# ---- block 1 ----
### I/O nets highlighted, block 1

(2 px per um)
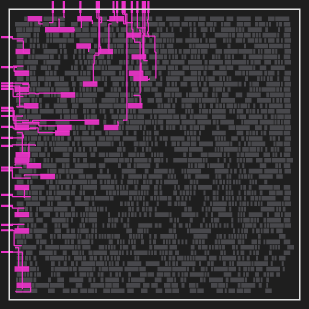
### Where the registers sit, block 1

(2 px per um) Other sequential cells in the stronger gray, the rest of the logic in the fainter gray.
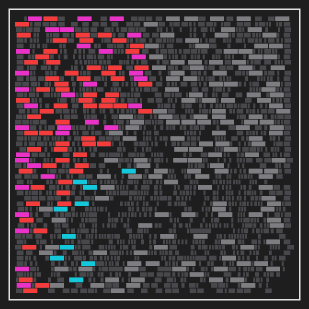
## config.mk

```make
export PLATFORM = sky130hd
export DESIGN_NAME = wbm_xfer_ctrl
export DESIGN_NICKNAME = d
export VERILOG_FILES = /design/src/rtl/wbm_pkg.sv /design/src/rtl/wbm_xfer_ctrl.sv
export SDC_FILE = /design/constraint.sdc
export NUM_CORES = 1
export LEC_CHECK = 0
export ABC_AREA = 1
export CAP_MARGIN = 0
export CORE_MARGIN = 2
export CORE_UTILIZATION = 54
export CTS_BUF_LIST = sky130_fd_sc_hd__clkbuf_2
export DETAILED_ROUTE_END_ITERATION = 16
export HOLD_SLACK_MARGIN = 0.03
export PLACE_DENSITY_LB_ADDON = 0.05
export REMOVE_ABC_BUFFERS = 1
export SLEW_MARGIN = 25
export SYNTH_ARGS = -nofsm -noshare
export SYNTH_HDL_FRONTEND = slang
export SYNTH_SLANG_ARGS = --single-unit
```

## constraint.sdc

```tcl
create_clock -name wb_clk_i -period 6.5 [get_ports wb_clk_i]
set_input_delay 0.65 -clock wb_clk_i [delete_from_list [all_inputs] [get_ports wb_clk_i]]
set_output_delay 0.65 -clock wb_clk_i [all_outputs]
set_load 0.1 [all_outputs]
```

## src/rtl/wbm_pkg.sv

```systemverilog
// Shared types and slave-port region addresses for the Wishbone command initiator.
package wbm_pkg;

    typedef enum logic [1:0] {
        REG_WR   = 2'd0,
        REG_RD   = 2'd1,
        MEM_WR64 = 2'd2,
        MEM_RD64 = 2'd3
    } op_e;

    typedef enum logic [2:0] {
        IDLE,
        BEAT0,
        GAP,
        BEAT1,
        RESP
    } state_e;

    localparam logic [31:0] WBS_MODE_ADDR  = 32'h3000_0000;
    localparam logic [31:0] WBS_DEBUG_ADDR = 32'h3000_0001;
    localparam logic [31:0] WBS_QUERY_ADDR = 32'h3100_0000;
    localparam logic [31:0] WBS_LEAF_ADDR  = 32'h3200_0000;
    localparam logic [31:0] WBS_BEST_ADDR  = 32'h3300_0000;

    function automatic logic op_is_mem(input op_e op);
        return (op == MEM_WR64) || (op == MEM_RD64);
    endfunction

    function automatic logic op_is_write(input op_e op);
        return (op == REG_WR) || (op == MEM_WR64);
    endfunction

endpackage

```

## src/rtl/wbm_xfer_ctrl.sv

```systemverilog
// Wishbone classic initiator: one beat per register access, two beats per 64-bit memory word,
// with a per-beat ack timeout and a valid/ready response.
module wbm_xfer_ctrl
    import wbm_pkg::*;
#(
    parameter int IDX_W          = 10,
    parameter int TIMEOUT_CYCLES = 255
) (
    input  logic             wb_clk_i,
    input  logic             wb_rst_ni,
    input  logic             cmd_valid,
    output logic             cmd_ready,
    input  logic [1:0]       cmd_op,
    input  logic [31:0]      cmd_base,
    input  logic [IDX_W-1:0] cmd_idx,
    input  logic [63:0]      cmd_wdata,
    output logic             rsp_valid,
    input  logic             rsp_ready,
    output logic [63:0]      rsp_rdata,
    output logic             rsp_err,
    output logic             wbm_cyc_o,
    output logic             wbm_stb_o,
    output logic             wbm_we_o,
    output logic [3:0]       wbm_sel_o,
    output logic [31:0]      wbm_adr_o,
    output logic [31:0]      wbm_dat_o,
    input  logic [31:0]      wbm_dat_i,
    input  logic             wbm_ack_i
);

    localparam int CNT_W = (TIMEOUT_CYCLES < 2) ? 1 : $clog2(TIMEOUT_CYCLES + 1);
    localparam logic [CNT_W-1:0] TMO = CNT_W'(TIMEOUT_CYCLES);

    state_e           state, next_state;
    op_e              op_q, op_n;
    logic [31:0]      base_q, base_n;
    logic [IDX_W-1:0] idx_q, idx_n;
    logic [63:0]      wdata_q, wdata_n;
    logic [CNT_W-1:0] cnt;
    logic             accept, ack, expired;
    logic             stb_n, cyc_n, beat_n;
    logic [31:0]      idx_ext, offset, adr_n, dat_n;

    assign accept  = cmd_valid && cmd_ready;
    assign ack     = wbm_ack_i && wbm_stb_o;
    assign expired = wbm_stb_o && !wbm_ack_i && (cnt == TMO);

    always_ff @(posedge wb_clk_i) begin
        if (!wb_rst_ni) state <= IDLE;
        else            state <= next_state;
    end

    always_comb begin
        next_state = state;
        case (state)
            IDLE:    if (accept) next_state = BEAT0;
            BEAT0: begin
                if (ack)          next_state = op_is_mem(op_q) ? GAP : RESP;
                else if (expired) next_state = RESP;
            end
            GAP:     next_state = BEAT1;
            BEAT1:   if (ack || expired) next_state = RESP;
            RESP:    if (rsp_ready) next_state = IDLE;
            default: next_state = IDLE;
        endcase
    end

    // Bus outputs are precomputed from next_state so every output comes straight from a flop;
    // on acceptance the command fields bypass their registers so the first beat starts at T+1.
    always_comb begin
        op_n    = op_q;
        base_n  = base_q;
        idx_n   = idx_q;
        wdata_n = wdata_q;
        if (accept) begin
            op_n    = op_e'(cmd_op);
            base_n  = cmd_base;
            idx_n   = cmd_idx;
            wdata_n = cmd_wdata;
        end
        stb_n   = (next_state == BEAT0) || (next_state == BEAT1);
        cyc_n   = stb_n || (next_state == GAP);
        beat_n  = (next_state == BEAT1);
        idx_ext = 32'(idx_n);
        offset  = op_is_mem(op_n) ? {idx_ext[30:0], beat_n} : idx_ext;
        adr_n   = stb_n ? (base_n + offset) : 32'h0;
        dat_n   = 32'h0;
        if (stb_n) dat_n = beat_n ? wdata_n[63:32] : wdata_n[31:0];
    end

    always_ff @(posedge wb_clk_i) begin
        if (!wb_rst_ni) begin
            cnt       <= '0;
            op_q      <= REG_WR;
            base_q    <= 32'h0;
            idx_q     <= '0;
            wdata_q   <= 64'h0;
            cmd_ready <= 1'b0;
            rsp_valid <= 1'b0;
            rsp_rdata <= 64'h0;
            rsp_err   <= 1'b0;
            wbm_cyc_o <= 1'b0;
            wbm_stb_o <= 1'b0;
            wbm_we_o  <= 1'b0;
            wbm_sel_o <= 4'h0;
            wbm_adr_o <= 32'h0;
            wbm_dat_o <= 32'h0;
        end else begin
            op_q      <= op_n;
            base_q    <= base_n;
            idx_q     <= idx_n;
            wdata_q   <= wdata_n;
            cmd_ready <= (next_state == IDLE);
            rsp_valid <= (next_state == RESP);
            wbm_cyc_o <= cyc_n;
            wbm_stb_o <= stb_n;
            wbm_we_o  <= stb_n && op_is_write(op_n);
            wbm_sel_o <= stb_n ? 4'hF : 4'h0;
            wbm_adr_o <= adr_n;
            wbm_dat_o <= dat_n;
            // Counter restarts on every beat entry; it only survives while a beat waits for ack.
            if (stb_n && (next_state == state)) cnt <= cnt + 1'b1;
            else                                cnt <= '0;
            if (accept) begin
                rsp_rdata <= 64'h0;
                rsp_err   <= 1'b0;
            end else begin
                if (ack && !op_is_write(op_q)) begin
                    if (state == BEAT1) rsp_rdata[63:32] <= wbm_dat_i;
                    else                rsp_rdata[31:0]  <= wbm_dat_i;
                end
                if (expired) rsp_err <= 1'b1;
            end
        end
    end

endmodule
```

==> flow_metrics.py <==
# Metrics from the implementation run
metrics = {
    "floorplanning": {
        "floorplan.rows": 51,
        "die.size.y_um": 144,
    },
    "layout": {
        "lay_top_count": "sky130_fd_sc_hd__nand2_1",
        "non_clock_buffer_instance_count_of_the_final_layout": 289,
    },
    "power": {
        "pwr_density_cell_nw_per_um2": 239,
        "powerComb_mw": 0.662,
    },
    "place": {
        "post-place-cells": 1883,
        "post-dp-hpwl_um": 19400,
    },
    "sta": {
        "endpoints_failing_hold": 0,
        "worst_hold_slack_after_final_layout_ns": 0.456,
        "worst-slew-pin-transition_ns": 1.06,
    },
    "drt": {
        "route.final.wire_length_um": 28300,
        "route.vias.total": 9875,
    },
    "logic_synthesis": {
        "logic_family": "simple AND/OR/NAND/NOR gates",
    },
    "outcome": {
        "status": "finished clean",
    },
    "clocking": {
        "holdBufCountCts": 0,
    },
    "setup_path": {
        "rr_endpoint": "wbm_adr_o[24]$_SDFF_PN0_",
    },
    "grt": {
        "grt_overflow": 0,
    },
}
## Picture notes: 'I/O nets highlighted' of block 1
Key: magenta = wbm_dat_o [bits 32, direction output, edge 18 left, 14 top, end cells 32, buffers 32, wire 865 um]
count of port buffers added during placement: 282
I/O pin cnt: 283

## Picture notes: 'Where the registers sit' of block 1
Key: red = wdata_q [sequential cells 64]; cyan = idx_q [sequential cells 10]; magenta = wbm_dat_o [sequential cells 32]


# ---- block 2 ----
### Where the registers sit, block 2

(3 px per um) Other sequential cells in the stronger gray, the rest of the logic in the fainter gray.
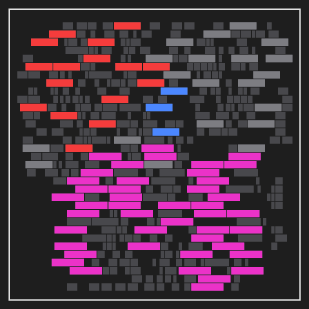
### I/O nets highlighted, block 2

(4 px per um)
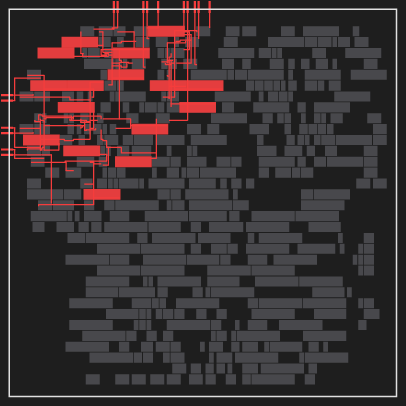
### Metal layers overlaid, block 2

(4 px per um)
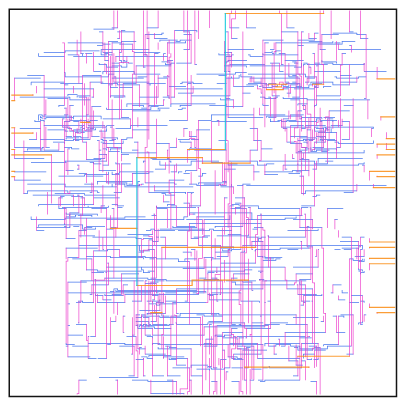
File: src/rtl/ascii_flow_pkg.sv
// Shared types and helpers for the ASCII flow splitter: character classes,
// range constants, the buffered entry layout and the byte classifier.
package ascii_flow_pkg;

   typedef enum logic [2:0] {
      UPPER    = 3'd0,
      LOWER    = 3'd1,
      SPACE    = 3'd2,
      OTHER    = 3'd3,
      NONPRINT = 3'd4
   } ascii_cls_e;

   localparam logic [7:0] ASCII_UP_LO  = 8'h41;
   localparam logic [7:0] ASCII_UP_HI  = 8'h5A;
   localparam logic [7:0] ASCII_LO_LO  = 8'h61;
   localparam logic [7:0] ASCII_LO_HI  = 8'h7A;
   localparam logic [7:0] ASCII_SPACE  = 8'h20;
   localparam logic [7:0] ASCII_PRN_LO = 8'h21;
   localparam logic [7:0] ASCII_PRN_HI = 8'h7E;

   // Class is stored next to the byte so the read side never re-decodes ranges.
   typedef struct packed {
      ascii_cls_e cls;
      logic [7:0] ch;
   } ascii_ent_t;

   function automatic ascii_cls_e classify(input logic [7:0] b);
      if (b >= ASCII_UP_LO && b <= ASCII_UP_HI)       return UPPER;
      else if (b >= ASCII_LO_LO && b <= ASCII_LO_HI)  return LOWER;
      else if (b == ASCII_SPACE)                      return SPACE;
      else if (b >= ASCII_PRN_LO && b <= ASCII_PRN_HI) return OTHER;
      else                                            return NONPRINT;
   endfunction

endpackage

File: src/rtl/ascii_sync_fifo.sv
// Synchronous FIFO; power-of-two DEPTH, naturally wrapping pointers and an
// occupancy counter one bit wider than the pointers for full/empty.
module ascii_sync_fifo #(
   parameter int W     = 8,
   parameter int DEPTH = 4
) (
   input  logic         clk,
   input  logic         rst_n,
   input  logic         push,
   input  logic         pop,
   input  logic [W-1:0] wdata,
   output logic [W-1:0] rdata,
   output logic         full,
   output logic         empty
);
   localparam int            AW       = $clog2(DEPTH);
   localparam logic [AW:0]   FULL_CNT = (AW+1)'(DEPTH);

   logic [W-1:0]  mem [DEPTH];
   logic [AW-1:0] wr_ptr, rd_ptr;
   logic [AW:0]   count;
   logic          do_push, do_pop;

   assign full    = (count == FULL_CNT);
   assign empty   = (count == '0);
   assign do_push = push & ~full;
   assign do_pop  = pop & ~empty;
   assign rdata   = mem[rd_ptr];

   always_ff @(posedge clk or negedge rst_n) begin
      if (!rst_n) begin
         wr_ptr <= '0;
         rd_ptr <= '0;
         count  <= '0;
      end else begin
         if (do_push) wr_ptr <= wr_ptr + 1'b1;
         if (do_pop)  rd_ptr <= rd_ptr + 1'b1;
         case ({do_push, do_pop})
            2'b10:   count <= count + 1'b1;
            2'b01:   count <= count - 1'b1;
            default: count <= count;
         endcase
      end
   end

   // Storage needs no reset: empty gates everything read from it.
   always_ff @(posedge clk) begin
      if (do_push) mem[wr_ptr] <= wdata;
   end

endmodule

File: src/rtl/ascii_flow_splitter.sv
// Classifies incoming ASCII, buffers printable characters and splits the head
// into cap/low lanes. Define ASCII_SPLIT_DROP_OTHER_EN to drop punctuation too.
module ascii_flow_splitter
   import ascii_flow_pkg::*;
#(
   parameter int DEPTH = 4,
   parameter int CNT_W = 16
) (
   input  logic             clk,
   input  logic             rst_n,
   input  logic [7:0]       in_data,
   input  logic             in_valid,
   output logic             in_ready,
   output logic             out_valid,
   input  logic             out_ready,
   output logic [7:0]       cap_flow,
   output logic [7:0]       low_flow,
   output logic             is_space,
   output logic [CNT_W-1:0] char_cnt,
   output logic [CNT_W-1:0] drop_cnt
);
   localparam int EW = $bits(ascii_ent_t);

   ascii_cls_e  in_cls;
   ascii_ent_t  wr_ent, head;
   logic [EW-1:0] head_raw;
   logic        keep, accept, push, pop, drop, full, empty;

   assign in_cls = classify(in_data);

`ifdef ASCII_SPLIT_DROP_OTHER_EN
   assign keep = (in_cls == UPPER) || (in_cls == LOWER) || (in_cls == SPACE);
`else
   assign keep = (in_cls != NONPRINT);
`endif

   assign in_ready  = ~full;
   assign out_valid = ~empty;
   assign accept    = in_valid & in_ready;
   assign push      = accept & keep;
   assign drop      = accept & ~keep;
   assign pop       = out_valid & out_ready;

   assign wr_ent = '{cls: in_cls, ch: in_data};
   assign head   = ascii_ent_t'(head_raw);

   ascii_sync_fifo #(.W(EW), .DEPTH(DEPTH)) u_fifo (
      .clk   (clk),
      .rst_n (rst_n),
      .push  (push),
      .pop   (pop),
      .wdata (wr_ent),
      .rdata (head_raw),
      .full  (full),
      .empty (empty)
   );

   always_comb begin
      cap_flow = '0;
      low_flow = '0;
      is_space = 1'b0;
      if (out_valid) begin
         case (head.cls)
            UPPER:   cap_flow = head.ch;
            LOWER:   low_flow = head.ch;
            SPACE:   is_space = 1'b1;
            default: ;
         endcase
      end
   end

   // Saturating event counters.
   always_ff @(posedge clk or negedge rst_n) begin
      if (!rst_n) begin
         char_cnt <= '0;
         drop_cnt <= '0;
      end else begin
         if (pop && char_cnt != '1)  char_cnt <= char_cnt + 1'b1;
         if (drop && drop_cnt != '1) drop_cnt <= drop_cnt + 1'b1;
      end
   end

endmodule

File: config.mk
export PLATFORM = sky130hd
export DESIGN_NAME = ascii_flow_splitter
export DESIGN_NICKNAME = d
export VERILOG_FILES = /design/src/rtl/ascii_flow_pkg.sv /design/src/rtl/ascii_sync_fifo.sv /design/src/rtl/ascii_flow_splitter.sv
export SDC_FILE = /design/constraint.sdc
export NUM_CORES = 1
export LEC_CHECK = 0
export CAP_MARGIN = 20
export CORE_MARGIN = 2
export CORE_UTILIZATION = 45
export DETAILED_ROUTE_END_ITERATION = 10
export MAX_ROUTING_LAYER = met4
export PLACE_DENSITY = 0.69
export SLEW_MARGIN = 20
export SYNTH_ARGS = -nofsm -noshare
export SYNTH_HDL_FRONTEND = slang
export SYNTH_HIERARCHICAL = 1
export SYNTH_SLANG_ARGS = --single-unit
File: constraint.sdc
create_clock -name clk -period 3.2 [get_ports clk]
set_clock_uncertainty 0.1 [all_clocks]
set_input_delay 0.96 -clock clk [delete_from_list [all_inputs] [get_ports clk]]
set_output_delay 0.96 -clock clk [all_outputs]
set_load 0.02 [all_outputs]
==> flow_metrics.py <==
# Metrics from the implementation run
metrics = {
    "setup_path": {
        "crit_path_start_kind": "flop",
        "critical-path-top-delay-family": "simple AND/OR/NAND/NOR gates",
    },
    "floorplanning": {
        "core-area_um2": 8260,
        "core_util_floorplan_pct": 46.5,
    },
    "drt": {
        "drc": 0,
    },
    "logic_synthesis": {
        "asyncSetResetFlopFracSynth_pct": 47.0,
        "fp_nets": 315,
    },
    "sta": {
        "setup_viol": 1,
        "final_worst_setup_slack_ns": -0.0101,
    },
    "grt": {
        "grt_util_met1_pct": 25.0,
    },
    "power": {
        "internal_power_mw": 2.41,
        "ir_worst_vdd_v": 0.000396,
    },
    "outcome": {
        "status": "complete, but fails checks",
        "failing_checks": "setup timing",
    },
    "layout": {
        "layout.area.top_class": "sequential cells",
    },
}
About 'Where the registers sit' of block 2:
Key: magenta = u_fifo/mem [sequential cells 44]; blue = u_fifo/count [sequential cells 3]; red = drop_cnt [sequential cells 16]
Another 20 sequential cells are not colored.
total sequential power: 1.51 mW
share of the final layout cell area in sequential cells: 46.7%

About 'I/O nets highlighted' of block 2:
Key: red = drop_cnt [bits 16, direction output, edge 10 top, 6 left, end cells 16, buffers 16, wire 690 um]
count of port buffers added during placement: 62
I/O pin cnt: 63

About 'Metal layers overlaid' of block 2:
Key: magenta = metal 2 [wire length 3520 um]; orange = metal 3 [wire length 265 um]; blue = metal 1 [wire length 3570 um]; cyan = metal 4 [wire length 66.0 um]
all-layer global routing usage: 17.6%
Detailed Route WL: 7420 um
detail-routed net length per standard cell: 15.0 um
via count of the routed design: 2547


# ---- block 3 ----
### Metal layers overlaid, block 3

(8 px per um)
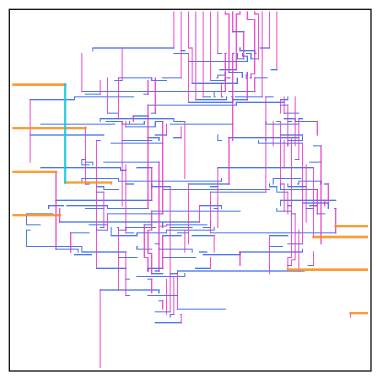
### Ports around the boundary, block 3

(6 px per um) Pins as bars across the die edge, other pins in gray.
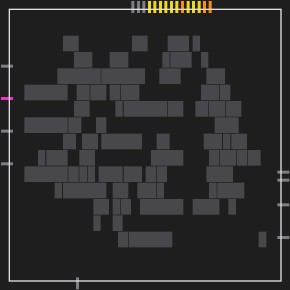
**src/rtl/bus_arb_pkg.sv**
```systemverilog
// Shared types and constants for the round-robin bus arbiter.
package bus_arb_pkg;

   typedef enum logic [1:0] {
      IDLE  = 2'd0,
      GRANT = 2'd1,
      TURN  = 2'd2
   } state_t;

   localparam int N_DEF     = 3;
   localparam int WIDTH_DEF = 3;

   // Index width that never collapses to zero bits for tiny counts.
   function automatic int idx_w(input int n);
      return (n <= 2) ? 1 : $clog2(n);
   endfunction

endpackage

```
**src/rtl/bus_arbiter_rr_pick.sv**
```systemverilog
// Combinational round-robin picker: first set req bit after 'last', wrapping modulo N.
module rr_pick
   import bus_arb_pkg::*;
#(
   parameter int N  = N_DEF,
   parameter int IW = idx_w(N)
) (
   input  logic [N-1:0]  req,
   input  logic [IW-1:0] last,
   output logic          valid,
   output logic [IW-1:0] idx
);

   logic [IW-1:0] cand;

   // Walk from the farthest offset to the nearest so the nearest hit wins.
   always_comb begin
      valid = |req;
      idx   = '0;
      cand  = '0;
      for (int k = N; k >= 1; k--) begin
         cand = IW'((int'(last) + k) % N);
         if (req[cand]) begin
            idx = cand;
         end
      end
   end

endmodule

```
**src/rtl/bus_arbiter.sv**
```systemverilog
// Round-robin owner/enable sequencer for a shared AND-OR bus with one dead cycle between owners.
// Optional per-owner grant limit and preempt pulse enabled by defining ARB_HOLD_LIMIT_EN.
module bus_arbiter
   import bus_arb_pkg::*;
#(
   parameter int N        = N_DEF,
   parameter int WIDTH    = WIDTH_DEF,
   parameter int HOLD_MAX = 4
) (
   input  logic                 CLOCK,
   input  logic                 RESET,
   input  logic [N-1:0]         req,
   input  logic [N*WIDTH-1:0]   data_in,
   output logic [N-1:0]         oe,
   output logic [$clog2(N)-1:0] gnt_id,
   output logic                 busy,
   output logic                 preempt,
   output logic [WIDTH-1:0]     bus_out
);

   localparam int IW = $clog2(N);

   state_t        state_q, state_d;
   logic [N-1:0]  oe_q, oe_d;
   logic [IW-1:0] gnt_q, gnt_d;
   logic          busy_q, busy_d;
   logic [IW-1:0] last_q, last_d;
   logic          pick_valid;
   logic [IW-1:0] pick_idx;

`ifdef ARB_HOLD_LIMIT_EN
   localparam int HW = idx_w(HOLD_MAX);
   logic [HW-1:0] hold_q, hold_d;
   logic          pre_q, pre_d;
`endif

   rr_pick #(.N(N), .IW(IW)) u_pick (
      .req   (req),
      .last  (last_q),
      .valid (pick_valid),
      .idx   (pick_idx)
   );

   always_comb begin
      state_d = state_q;
      oe_d    = oe_q;
      gnt_d   = gnt_q;
      busy_d  = busy_q;
      last_d  = last_q;
`ifdef ARB_HOLD_LIMIT_EN
      hold_d  = hold_q;
      pre_d   = 1'b0;
`endif
      case (state_q)
         IDLE, TURN: begin
            // TURN re-arbitrates directly so the owner gap is exactly one cycle.
            if (pick_valid) begin
               state_d = GRANT;
               oe_d    = {{(N-1){1'b0}}, 1'b1} << pick_idx;
               gnt_d   = pick_idx;
               busy_d  = 1'b1;
`ifdef ARB_HOLD_LIMIT_EN
               hold_d  = '0;
`endif
            end else begin
               state_d = IDLE;
               oe_d    = '0;
               busy_d  = 1'b0;
            end
         end
         GRANT: begin
            if (!req[gnt_q]) begin
               state_d = TURN;
               oe_d    = '0;
               busy_d  = 1'b0;
               last_d  = gnt_q;
            end
`ifdef ARB_HOLD_LIMIT_EN
            else if (hold_q == HW'(HOLD_MAX - 1)) begin
               state_d = TURN;
               oe_d    = '0;
               busy_d  = 1'b0;
               last_d  = gnt_q;
               pre_d   = 1'b1;
            end else begin
               hold_d  = hold_q + 1'b1;
            end
`endif
         end
         default: begin
            state_d = IDLE;
            oe_d    = '0;
            busy_d  = 1'b0;
         end
      endcase
   end

   always_ff @(posedge CLOCK) begin
      if (RESET) begin
         state_q <= IDLE;
         oe_q    <= '0;
         gnt_q   <= '0;
         busy_q  <= 1'b0;
         last_q  <= IW'(N - 1);
`ifdef ARB_HOLD_LIMIT_EN
         hold_q  <= '0;
         pre_q   <= 1'b0;
`endif
      end else begin
         state_q <= state_d;
         oe_q    <= oe_d;
         gnt_q   <= gnt_d;
         busy_q  <= busy_d;
         last_q  <= last_d;
`ifdef ARB_HOLD_LIMIT_EN
         hold_q  <= hold_d;
         pre_q   <= pre_d;
`endif
      end
   end

   assign oe     = oe_q;
   assign gnt_id = gnt_q;
   assign busy   = busy_q;
`ifdef ARB_HOLD_LIMIT_EN
   assign preempt = pre_q;
`else
   assign preempt = 1'b0;
`endif

   logic [WIDTH-1:0] masked [N];

   generate
      for (genvar gi = 0; gi < N; gi++) begin : g_mask
         assign masked[gi] = data_in[gi*WIDTH +: WIDTH] & {WIDTH{oe_q[gi]}};
      end
   endgenerate

   always_comb begin
      bus_out = '0;
      for (int i = 0; i < N; i++) begin
         bus_out = bus_out | masked[i];
      end
   end

`ifndef SYNTHESIS
   a_oe_onehot0: assert property (@(posedge CLOCK) $onehot0(oe_q));
   a_hold_param: assert property (@(posedge CLOCK) HOLD_MAX >= 1);
`endif

endmodule
```
**config.mk**
```make
export PLATFORM = sky130hd
export DESIGN_NAME = bus_arbiter
export DESIGN_NICKNAME = d
export VERILOG_FILES = /design/src/rtl/bus_arb_pkg.sv /design/src/rtl/bus_arbiter_rr_pick.sv /design/src/rtl/bus_arbiter.sv
export SDC_FILE = /design/constraint.sdc
export NUM_CORES = 1
export LEC_CHECK = 0
export ABC_CLOCK_PERIOD_IN_PS = 4050
export CAP_MARGIN = 20
export CORE_MARGIN = 2
export CORE_UTILIZATION = 35
export CTS_CLUSTER_DIAMETER = 50
export DETAILED_ROUTE_END_ITERATION = 10
export DONT_BUFFER_PORTS = 1
export PLACE_DENSITY_LB_ADDON = 0.12
export SLEW_MARGIN = 20
export SYNTH_ARGS = -nofsm -noshare
export SYNTH_HDL_FRONTEND = slang
export SYNTH_HIERARCHICAL = 1
export SYNTH_SLANG_ARGS = --single-unit
```
**constraint.sdc**
```tcl
create_clock -name CLOCK -period 4.05 [get_ports CLOCK]
set_input_delay 0.81 -clock CLOCK [delete_from_list [all_inputs] [get_ports CLOCK]]
set_output_delay 0.81 -clock CLOCK [all_outputs]
set_load 0.1 [all_outputs]
```
==> flow_metrics.py <==
# Metrics from the implementation run
metrics = {
    "power": {
        "combinationalPowerShare_pct": 35.6,
        "p_switching_mw": 0.133,
        "leakage_power_nw": 0.305,
        "powerComb_mw": 0.105,
        "internal_power_mw": 0.162,
        "power_switching_share_pct": 45.1,
        "ir_worst_vdd_v": 0.000195,
    },
    "sta": {
        "setup-tns-final_ns": 0,
        "final_worst_setup_slack_ns": 1.61,
        "fin_crit_sh_pct": 60.2,
        "setup_viol": 0,
        "worst-slew-pin-transition_ns": 1.08,
        "max_freq_ghz": 0.410,
        "worst_hold_slack_after_final_layout_ns": 0.498,
    },
    "layout": {
        "flops": 9,
        "final_core_util_pct": 42.2,
        "antenna-diode-count": 0,
        "non_clock_buffer_instance_count_of_the_final_layout": 3,
        "final.clkbuf_count": 4,
        "seq_share_pct": 27.7,
        "finish.net_count": 91,
        "logic_area_um2": 375,
    },
    "logic_synthesis": {
        "synthAdderAreaFrac_pct": 6.37,
        "synthesis.area_um2": 589,
        "yosys_register_bits": 9,
        "ys_warn_count": 6,
        "synth.distinct_cells": 33,
        "fp_nets": 84,
        "post_synth_and_or_nand_nor_area_fraction_pct": 24.2,
        "yosysMostFrequentCell": "sky130_fd_sc_hd__dfxtp_1",
        "synthFlopType": "sky130_fd_sc_hd__dfxtp_1",
        "synthesis.area_per_instance_um2": 8.80,
        "synth.mux.area_fraction_pct": 6.16,
    },
    "run": {
        "maxcap_violations": 0,
    },
    "grt": {
        "use_met2_pct": 17.4,
        "grt_start_max_net_pins": 9,
    },
    "floorplanning": {
        "dieArea_um2": 2030,
    },
    "setup_path": {
        "crit_path_start_kind": "flop",
        "worst-path-max-fanout": 5,
        "timing.critical_path.from": "oe[1]$_SDFFE_PP0P_",
        "cp.depth": 3,
        "critical-path-top-delay-family": "buffers and inverters",
        "regToRegStartpoint": "gnt_id[1]$_SDFFE_PP0P_",
    },
    "outcome": {
        "status": "finished clean",
    },
    "hold_path": {
        "min_delay_path_depth": 2,
    },
    "drt": {
        "routed-wl-met3_um": 54,
        "drt-vias-per-instance": 5.38,
    },
    "clocking": {
        "clock.latency.late_pin_ns": 0.25,
        "numCtsBuffers": 3,
    },
}
Notes on 'Metal layers overlaid' of block 3 above:
Key: magenta = metal 2 [wire length 548 um]; blue = metal 1 [wire length 610 um]; orange = metal 3 [wire length 54.7 um]; cyan = metal 4 [wire length 12.2 um]

Notes on 'Ports around the boundary' of block 3 above:
Key: yellow = data_in [pins 9, direction input, edge top]; magenta = busy [pins 1, direction output, edge left]; orange = bus_out [pins 3, direction output, edge top]
All pins by edge: 15 top, 4 left, 4 right, 1 bottom.


# ---- block 4 ----
===== config.mk =====
export PLATFORM = sky130hd
export DESIGN_NAME = fetch_stage
export DESIGN_NICKNAME = d
export VERILOG_FILES = /design/src/rtl/fetch_stage.sv
export SDC_FILE = /design/constraint.sdc
export NUM_CORES = 1
export LEC_CHECK = 0
export ABC_CLOCK_PERIOD_IN_PS = 2900
export CAP_MARGIN = 20
export CORE_MARGIN = 2
export CORE_UTILIZATION = 40
export DETAILED_ROUTE_END_ITERATION = 8
export PLACE_DENSITY = 0.76
export REMOVE_ABC_BUFFERS = 1
export SLEW_MARGIN = 25
export SYNTH_ARGS = -nofsm -noshare
export SYNTH_HDL_FRONTEND = slang
export SYNTH_SLANG_ARGS = --single-unit

===== constraint.sdc =====
create_clock -name clk -period 2.9 [get_ports clk]
set_input_delay 0.435 -clock clk [delete_from_list [all_inputs] [get_ports clk]]
set_output_delay 0.435 -clock clk [all_outputs]
set_load 0.03 [all_outputs]

===== src/rtl/fetch_stage.sv =====
// fetch_stage: MIPS IF stage, PC + IF/ID register; FETCH_PERF_CNT_EN adds stall/flush counters
module fetch_stage #(
    parameter logic [31:0] RESET_PC  = 32'h0000_0000,
    parameter logic [31:0] NOP_INSTR = 32'h0000_0000,
    parameter int          CNT_W     = 16
) (
    input  logic             clk,
    input  logic             reset,
    input  logic             Stall,
    input  logic             PCSrc,
    input  logic [31:0]      BranchTarget,
    input  logic [31:0]      InstrMemData,
    output logic [31:0]      InstrMemAddr,
    output logic [31:0]      IF_ID_Instr,
    output logic [31:0]      IF_ID_PCPlus4,
`ifdef FETCH_PERF_CNT_EN
    output logic [CNT_W-1:0] StallCount,
    output logic [CNT_W-1:0] FlushCount,
`endif
    output logic             IF_ID_Valid
);
    typedef enum logic {BOOT, RUN} state_t;
    state_t      state, state_n;
    logic [31:0] pc, pc_n, pc_plus4, instr_n, pcp4_n;
    logic        valid_n, boot, hold, flush;
    assign InstrMemAddr = pc;
    assign pc_plus4     = pc + 32'd4;
    always_ff @(posedge clk or posedge reset) begin
        if (reset) begin
            state         <= BOOT;
            pc            <= RESET_PC;
            IF_ID_Instr   <= NOP_INSTR;
            IF_ID_PCPlus4 <= '0;
            IF_ID_Valid   <= 1'b0;
        end else begin
            state         <= state_n;
            pc            <= pc_n;
            IF_ID_Instr   <= instr_n;
            IF_ID_PCPlus4 <= pcp4_n;
            IF_ID_Valid   <= valid_n;
        end
    end
    // Stall outranks PCSrc: branch operands are not yet valid while stalled
    always_comb begin
        state_n = RUN;
        boot    = state == BOOT;
        hold    = !boot && Stall;
        flush   = !boot && !Stall && PCSrc;
        pc_n    = (boot || hold) ? pc : flush ? {BranchTarget[31:2], 2'b00} : pc_plus4;
        instr_n = (boot || flush) ? NOP_INSTR : hold ? IF_ID_Instr : InstrMemData;
        pcp4_n  = (boot || flush) ? 32'd0 : hold ? IF_ID_PCPlus4 : pc_plus4;
        valid_n = (boot || flush) ? 1'b0 : hold ? IF_ID_Valid : 1'b1;
    end
`ifdef FETCH_PERF_CNT_EN
    always_ff @(posedge clk or posedge reset) begin
        if (reset) begin
            StallCount <= '0;
            FlushCount <= '0;
        end else begin
            if (hold && StallCount != '1) StallCount <= StallCount + 1'b1;
            if (flush && FlushCount != '1) FlushCount <= FlushCount + 1'b1;
        end
    end
`endif
endmodule


### Track usage over the die, block 4

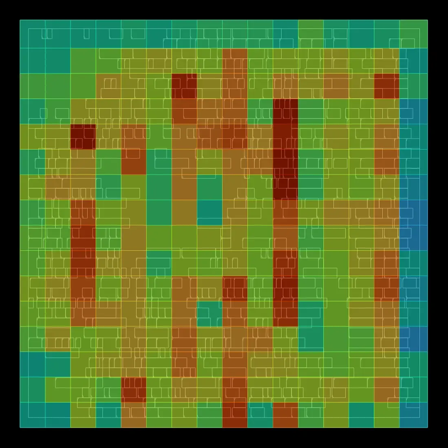
peak-usage layer in the global routing report: met2
Global Route met1 Usage: 28.2%
met3 Use GR: 3.34%
grt met2 use: 35.0%
detail-routed net length per standard cell: 16.7 um

### Where the registers sit, block 4

(2 px per um) Other sequential cells in the stronger gray, the rest of the logic in the fainter gray.
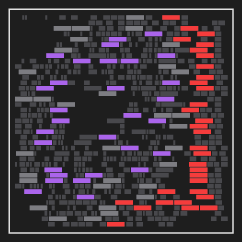
Key: purple = InstrMemAddr [sequential cells 30]; red = IF_ID_Instr [sequential cells 32, where a vertical strip on the right]
Another 32 sequential cells are not colored.

==> flow_metrics.py <==
# Metrics from the implementation run
metrics = {
    "grt": {
        "grt_overflow": 0,
        "all_layer_global_routing_usage_pct": 20.9,
        "antenna_found_initial": 0,
        "grt_pass1_vias": 4100,
    },
    "layout": {
        "fillers": 974,
        "nonClockInverterCount": 5,
        "seq_share_pct": 35.6,
        "multiInputCombCellCount": 332,
        "largest_reg_flops": 32,
        "logic_area_um2": 2070,
        "layout.area.top_class": "sequential cells",
        "drive_above_1_share_pct": 7.94,
    },
    "logic_synthesis": {
        "largest_area_cell": "sky130_fd_sc_hd__dfrtp_1",
        "synthFlopType": "sky130_fd_sc_hd__dfrtp_1",
        "synthesis.area_um2": 4600,
        "synthXorXnorAreaFrac_pct": 5.15,
        "asyncSetResetFlopFracSynth_pct": 100,
        "yosysMostFrequentCell": "sky130_fd_sc_hd__dfrtp_1",
        "synthesis.area_per_instance_um2": 9.82,
        "yosys-stat-cells": 468,
    },
    "power": {
        "powerClk_mw": 1.18,
        "p_switching_mw": 1.15,
        "p_total_mw": 3.64,
        "power_switching_share_pct": 31.7,
        "leakage_power_nw": 2.73,
        "internal_power_mw": 2.48,
        "p_clk_share_pct": 32.5,
        "pwr_density_cell_nw_per_um2": 550,
        "pwr.group.sequential_mw": 1.57,
    },
    "drt": {
        "dr.max_layer_used": "met4",
        "route.final.wire_length_um": 12700,
        "routed-wl-met3_um": 750,
        "drc": 0,
    },
    "sta": {
        "timing_max_transition_violations_final": 0,
        "period_minus_slack_ns": 2.19,
        "setup_viol": 0,
        "grt_setup_unrepaired": "no",
        "worst_hold_slack_after_final_layout_ns": 0.482,
        "skew_ns": 0.00942,
    },
    "clocking": {
        "cts_tree": "built",
        "cts_setup_buffers": 0,
        "cts_resized": 0,
    },
    "hold_path": {
        "worstHoldPathType": "reg2reg",
        "min-delay-start": "IF_ID_PCPlus4[26]$_DFFE_PP0P_",
        "min_to": "IF_ID_PCPlus4[26]$_DFFE_PP0P_",
    },
    "setup_path": {
        "cp.depth": 7,
        "timing.critical_path.from": "InstrMemAddr[2]$_DFFE_PP0N_",
        "worst-path-max-fanout": 11,
        "crit_buf_inv": 1,
        "cpMaxStageDelayCell": "sky130_fd_sc_hd__dfrtp_1",
    },
    "run": {
        "tool_warnings": 27,
    },
    "place": {
        "globalplace.congestion": 0.816,
    },
    "floorplanning": {
        "fp.dieW_um": 111,
        "floorplan.rows": 39,
    },
    "outcome": {
        "status": "finished clean",
    },
}
### Metal layers overlaid, block 4

(3 px per um)
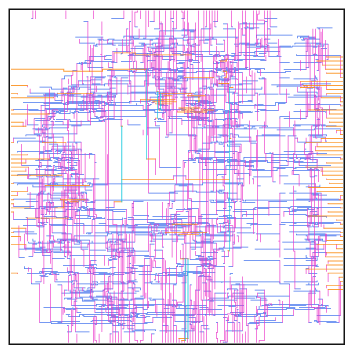
Key: orange = metal 3 [wire length 751 um]; blue = metal 1 [wire length 5580 um]; magenta = metal 2 [wire length 6150 um]; cyan = metal 4 [wire length 178 um]



==> notes/layouts.md <==
Pictures saved along the way, in no particular order.

Ports around the boundary.
picture 1
(2 px per um) Pins as bars across the die edge, other pins in gray.
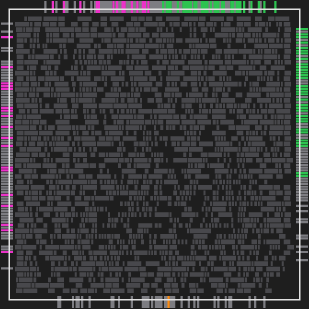
picture 2
(2 px per um) Pins as bars across the die edge, other pins in gray.
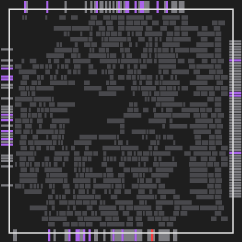
picture 3
(3 px per um) Pins as bars across the die edge, other pins in gray.
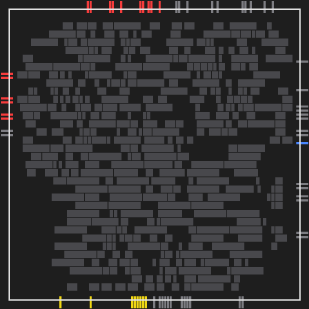
| from | picture |
|---|---|
| block 4 | picture 2 |
| block 1 | picture 1 |
| block 2 | picture 3 |

Power is estimated from default activity; no workload was simulated.
